# block 1

$ cat src/rtl/m_dmux4way16_buf.sv
// Registered 4-way demultiplexer: steers one valid/ready word per cycle into one of four
// single-entry output slots. Define DMUX4WAY16_COUNT_EN to build per-slot drain counters.
module m_dmux4way16_buf #(
  parameter int unsigned WIDTH = 16
) (
  input  logic             i_clk,
  input  logic             i_rst,
  input  logic [WIDTH-1:0] i_in,
  input  logic             i_sel1,
  input  logic             i_sel2,
  input  logic             i_valid,
  output logic             o_ready,
  output logic [WIDTH-1:0] o_a,
  output logic [WIDTH-1:0] o_b,
  output logic [WIDTH-1:0] o_c,
  output logic [WIDTH-1:0] o_d,
  output logic             o_valid_a,
  output logic             o_valid_b,
  output logic             o_valid_c,
  output logic             o_valid_d,
  input  logic             i_ready_a,
  input  logic             i_ready_b,
  input  logic             i_ready_c,
  input  logic             i_ready_d,
  output logic [15:0]      o_cnt_a,
  output logic [15:0]      o_cnt_b,
  output logic [15:0]      o_cnt_c,
  output logic [15:0]      o_cnt_d
);

  logic [1:0]       w_sel;
  logic [3:0]       w_ready_out;
  logic [3:0]       w_load;
  logic [3:0]       w_drain;
  logic             w_accept;
  logic [3:0]       r_valid;
  logic [WIDTH-1:0] r_data [4];

  assign w_sel       = {i_sel1, i_sel2};
  assign w_ready_out = {i_ready_d, i_ready_c, i_ready_b, i_ready_a};

  // A full slot can still accept when its consumer drains in the same cycle.
  assign o_ready  = ~r_valid[w_sel] | w_ready_out[w_sel];
  assign w_accept = i_valid & o_ready;
  assign w_drain  = r_valid & w_ready_out;

  always_comb begin
    w_load        = 4'b0000;
    w_load[w_sel] = w_accept;
  end

  for (genvar g = 0; g < 4; g++) begin : g_slot
    always_ff @(posedge i_clk or posedge i_rst) begin
      if (i_rst) begin
        r_valid[g] <= 1'b0;
        r_data[g]  <= '0;
      end else if (w_load[g]) begin
        r_valid[g] <= 1'b1;
        r_data[g]  <= i_in;
      end else if (w_drain[g]) begin
        r_valid[g] <= 1'b0;
      end
    end
  end

  assign o_a       = r_data[0];
  assign o_b       = r_data[1];
  assign o_c       = r_data[2];
  assign o_d       = r_data[3];
  assign o_valid_a = r_valid[0];
  assign o_valid_b = r_valid[1];
  assign o_valid_c = r_valid[2];
  assign o_valid_d = r_valid[3];

`ifdef DMUX4WAY16_COUNT_EN
  logic [15:0] r_cnt [4];

  // Counters wrap naturally at 16 bits and clear only on reset.
  for (genvar g = 0; g < 4; g++) begin : g_cnt
    always_ff @(posedge i_clk or posedge i_rst) begin
      if (i_rst) begin
        r_cnt[g] <= 16'h0000;
      end else if (w_drain[g]) begin
        r_cnt[g] <= r_cnt[g] + 16'd1;
      end
    end
  end

  assign o_cnt_a = r_cnt[0];
  assign o_cnt_b = r_cnt[1];
  assign o_cnt_c = r_cnt[2];
  assign o_cnt_d = r_cnt[3];
`else
  assign o_cnt_a = 16'h0000;
  assign o_cnt_b = 16'h0000;
  assign o_cnt_c = 16'h0000;
  assign o_cnt_d = 16'h0000;
`endif

endmodule
$ cat config.mk
export PLATFORM = sky130hd
export DESIGN_NAME = m_dmux4way16_buf
export DESIGN_NICKNAME = d
export VERILOG_FILES = /design/src/rtl/m_dmux4way16_buf.sv
export SDC_FILE = /design/constraint.sdc
export NUM_CORES = 1
export LEC_CHECK = 0
export CORE_ASPECT_RATIO = 1.25
export CORE_MARGIN = 2
export CORE_UTILIZATION = 41
export DETAILED_ROUTE_END_ITERATION = 10
export PLACE_DENSITY = 0.81
export SYNTH_ARGS = -nofsm -noshare
export SYNTH_HDL_FRONTEND = slang
export SYNTH_SLANG_ARGS = --single-unit
$ cat constraint.sdc
create_clock -name i_clk -period 2.8 [get_ports i_clk]
set_input_delay 0.42 -clock i_clk [delete_from_list [all_inputs] [get_ports i_clk]]
set_output_delay 0.42 -clock i_clk [all_outputs]
set_load 0.02 [all_outputs]
# block 2

--- src/rtl/tff_counter_param.sv ---
// Parametrised toggle flip-flop bank that doubles as a modulo up/down counter.
// Sync load and enable, true/complement outputs, registered terminal-count pulse.
module tff_counter_param #(
    parameter int     WIDTH     = 4,
    parameter longint MODULUS   = 16,
    parameter longint RESET_VAL = 0
) (
    input  logic             clk,
    input  logic             reset,
    input  logic             en,
    input  logic             mode,
    input  logic             up,
    input  logic             load,
    input  logic [WIDTH-1:0] t,
    input  logic [WIDTH-1:0] d,
    output logic [WIDTH-1:0] q,
    output logic [WIDTH-1:0] qbar,
    output logic             tc
);

    generate
        if (WIDTH < 1 || WIDTH > 32) begin : g_bad_width
            $error("tff_counter_param: WIDTH out of range 1..32");
        end
        if (MODULUS < 2 || MODULUS > (64'sd1 <<< WIDTH)) begin : g_bad_mod
            $error("tff_counter_param: MODULUS out of range");
        end
        if (RESET_VAL < 0 || RESET_VAL >= MODULUS) begin : g_bad_rst
            $error("tff_counter_param: RESET_VAL must be below MODULUS");
        end
    endgenerate

    localparam logic [WIDTH-1:0] MAXV = WIDTH'(MODULUS - 1);
    localparam logic [WIDTH-1:0] RSTV = WIDTH'(RESET_VAL);

    logic [WIDTH-1:0] q_q, q_d;
    logic             tc_q, tc_d;

    logic run_tff, run_up, run_dn;
    assign run_tff = !load && en && !mode;
    assign run_up  = !load && en && mode && up;
    assign run_dn  = !load && en && mode && !up;

    always_comb begin
        q_d  = q_q;
        tc_d = 1'b0;
        unique case (1'b1)
            load: begin
                if (mode && (d > MAXV)) q_d = MAXV;
                else                    q_d = d;
            end
            run_tff: q_d = q_q ^ t;
            run_up: begin
                if (q_q >= MAXV) begin
                    q_d  = '0;
                    tc_d = 1'b1;
                end else begin
                    q_d = q_q + WIDTH'(1);
                end
            end
            run_dn: begin
                // A value above the range (left by T-FF mode) snaps to the top without a wrap.
                if (q_q == '0) begin
                    q_d  = MAXV;
                    tc_d = 1'b1;
                end else if (q_q > MAXV) begin
                    q_d = MAXV;
                end else begin
                    q_d = q_q - WIDTH'(1);
                end
            end
            default: ;
        endcase
    end

    always_ff @(posedge clk or negedge reset) begin
        if (!reset) begin
            q_q  <= RSTV;
            tc_q <= 1'b0;
        end else begin
            q_q  <= q_d;
            tc_q <= tc_d;
        end
    end

    assign q    = q_q;
    assign qbar = ~q_q;
    assign tc   = tc_q;

endmodule
--- config.mk ---
export PLATFORM = sky130hd
export DESIGN_NAME = tff_counter_param
export DESIGN_NICKNAME = d
export VERILOG_FILES = /design/src/rtl/tff_counter_param.sv
export SDC_FILE = /design/constraint.sdc
export NUM_CORES = 1
export LEC_CHECK = 0
export ABC_AREA = 1
export ABC_CLOCK_PERIOD_IN_PS = 1160
export CORE_MARGIN = 4
export CORE_UTILIZATION = 37
export CTS_CLUSTER_DIAMETER = 50
export DETAILED_ROUTE_END_ITERATION = 7
export HOLD_SLACK_MARGIN = 0.1
export PLACE_DENSITY = 0.74
export SLEW_MARGIN = 20
export SYNTH_ARGS = -nofsm -noshare
export SYNTH_HDL_FRONTEND = slang
export SYNTH_SLANG_ARGS = --single-unit
export TNS_END_PERCENT = 30
--- constraint.sdc ---
create_clock -name clk -period 1.16 [get_ports clk]
set_input_delay 0.232 -clock clk [delete_from_list [all_inputs] [get_ports clk]]
set_output_delay 0.232 -clock clk [all_outputs]
set_load 0.01 [all_outputs]

==> screenshots <==
Routed metal, one color a layer.
panel A
Scale: 10 px per µm.
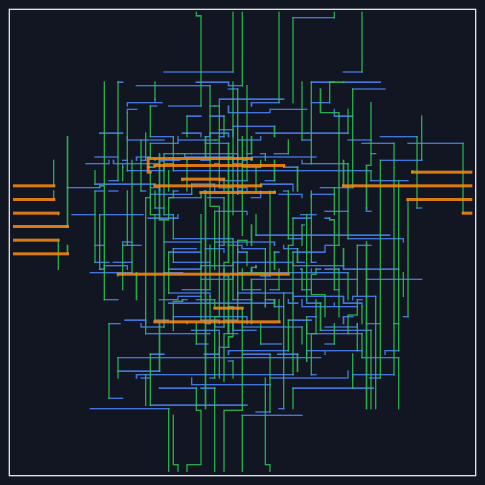
panel B
Scale: 4 px per µm.
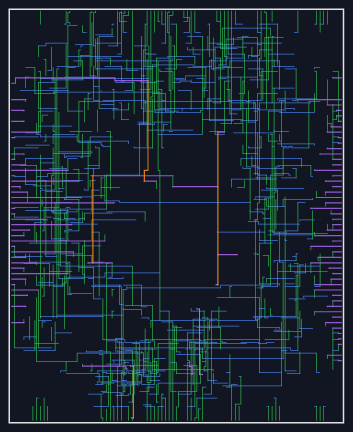
panel B -> block 1
panel A -> block 2
- most wire: panel B
- largest die: panel B

==> block_2/pdn.png <==
Scale: 8 px per µm. Pins as bars on the die edge.
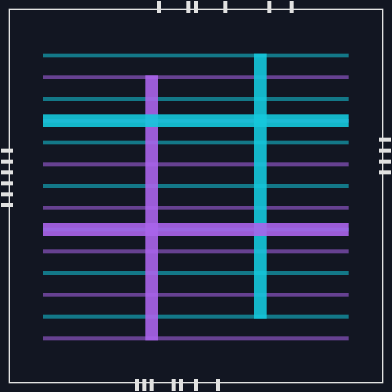
legend:
  purple:
    net: VSS
  cyan:
    net: VDD
signal pins: 23
met4 straps: 2
met5 straps: 2
rows: 13

==> block_2/gate_families.png <==
Scale: 6 px per µm.
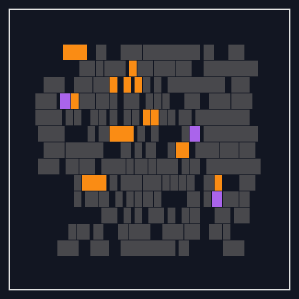
legend:
  purple:
    family: inverting AOI/OAI gates
    cells: 3
    most_used: a21oi_1
  orange:
    family: NOR gates
    cells: 12
    most_used: nor2_1

==> impl_metrics.yaml, block 2 <==
# yosys + openroad results
synthesis:
  adder_share_pct: 4.57
  area_leaders: "dfrtp_1 (23%), nand2_1 (22%), nand3_1 (10%), inv_1 (8.2%), nor2_1 (6.2%)"
  syn_area_um2: 548
  synth.most_common_cell: "nand2_1"
  yosysCellCount: 90
power_and_ir_drop:
  p_clk_share_pct: 22.5
  p_seq_mw: 0.221
  powerDensity_nw_per_um2: 928
  p_clk_mw: 0.199
  p_int_mw: 0.558
  pg_comb_mw: 0.461
clocking:
  cts_tree: "built"
  h-tree-depth: 1
finish:
  mostFrequentLayoutCell: "nand2_1"
  seq_cell_count: 5
  drive_gt1_share_pct: 32.6
  clkCellAreaFrac_pct: 2.77
  inverters_excl_clock: 14
setup_path:
  crit_buf_inv: 2
  r2r_start: "q[1]"
  worstSetupStartpoint: "q[1]"
  reg2reg_depth: 8
  worstSetupPathType: "reg -> reg"
  cp.arrival_ps: 1360
  r2r_slack_ps: -80
status:
  violations: "negative setup slack"
  outcome: "finished, violations left"
final_timing:
  skew_ps: 1.05
  slew_viol_final: 0
  setup_viol: 5
  worst_slew_margin_rel_pct: 86.0
  finalWorstSetupSlack_ps: -77.6
grt:
  grt-busiest-layer: "met2"
  antenna_found_initial: 0
  grt_pass1_wl_um: 2500
placed_design:
  place.gp.congestion: 0.812
  pre_cts_ws_ps: -285
  io_buffers: 22
  dpl.cell_count: 139
job:
  warnings: 29
routing:
  route.antenna.remaining_nets: 0
  wl_met2_um: 912
  drt_iter0_drc: 19
  m1WireLength_um: 685
  dr_total_vias: 718
floorplan:
  dieHeight_um: 46.5
  tapCellCount: 15
  initial_utilization_pct: 40.6
  pin_count: 23
==> block_1/clock_map.png <==
Scale: 3 px per µm.
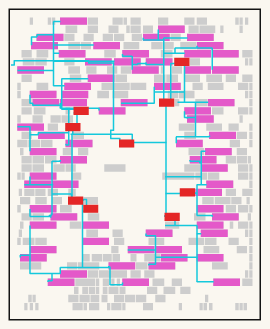
legend:
  cyan:
    item: clock wires
    length: 840 µm
  magenta:
    item: flip-flops
    count: 68
  red:
    item: cells driving clock nets
    count: 9
routed clock nets: 10
flops lie: spread over the die

==> impl_metrics.yaml, block 1 <==
# yosys + openroad results
synthesis:
  synth_top_area_share_pct: 53.0
  ys_seq_elements: 68
  common_cells: "dfrtp_1 (68), buf_4 (65), mux2_2 (42), mux2_4 (20)"
  synth.avg_cell_area_um2: 14.5
  adder_share_pct: 0
  synth_cell_types: 21
  ys_area_um2: 3210
  synth.logic.top_family: "multiplexers"
  syn_inst: 221
  synth.most_common_cell: "dfrtp_1"
floorplan:
  dieHeight_um: 103
  pin_count: 158
  fp.dieArea_um2: 8570
clocking:
  clk_latency_ps: 330
  clock_sinks: 68
  numCtsBuffers: 9
  clk_pin_slew_ps: 70
  ctsHoldBuffers: 0
  h-tree-depth: 3
  cts_tree: "built"
  post_cts_resized: 0
  clock_path_buffers: 2
finish:
  comb_area_share_pct: 28.2
  inverters_excl_clock: 1
  seq_cell_count: 68
  largest_class: "flip-flops and latches"
  mi_logic_area_um2: 1180
  clkCellAreaFrac_pct: 4.85
  area_share_nonclk_buffers_pct: 23.3
  drive_gt1_share_pct: 26.6
grt:
  grt_pass1_wl_um: 9780
  track_usage_pct: 14.8
  grt-busiest-layer: "met2"
  grt_max_degree: 42
  grt_overflow: 0
  first_global_vias: 1877
setup_path:
  crit_slowest_cell: "mux4_1"
  path_delay_family: "buffers and inverters"
  cp.arrival_ps: 2130
  reg2reg_depth: 4
  crit_buf_inv: 2
  r2r_start: "o_valid_b"
power_and_ir_drop:
  pg_comb_mw: 1.08
  sequentialPowerShare_pct: 40.5
  p_sw_share_pct: 31.0
  powerDensity_nw_per_um2: 762
placed_design:
  placed_area_um2: 3980
  dp_hpwl_um: 4270
  dpl.cell_count: 406
routing:
  route.antenna.remaining_nets: 0
  dr_wl_met3_um: 490
status:
  outcome: "complete, no violations"
final_timing:
  slew_viol_final: 0
  skew_ps: 10.5
  tightest_slew_ps: 601
  post-route-period-util_pct: 90.9


==> gallery <==
Clock nets.
shot_01.png
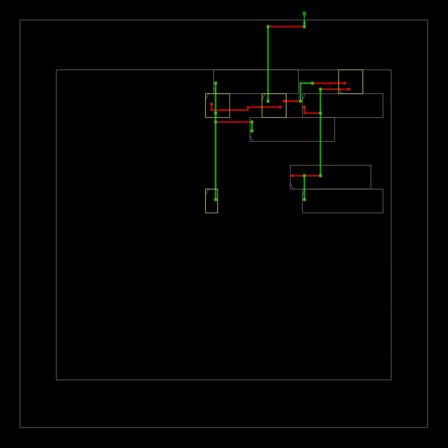
shot_02.png
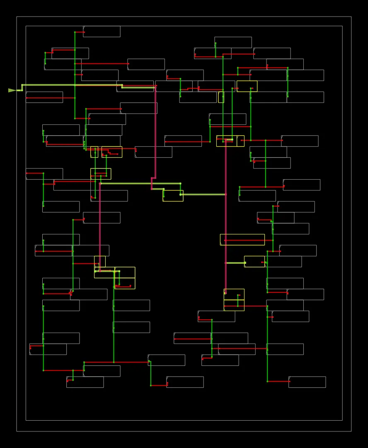
- shot_02.png = block 1
- shot_01.png = block 2
The one with the most sequential cells is shot_02.png.
The one with the most clock buffers is shot_02.png.

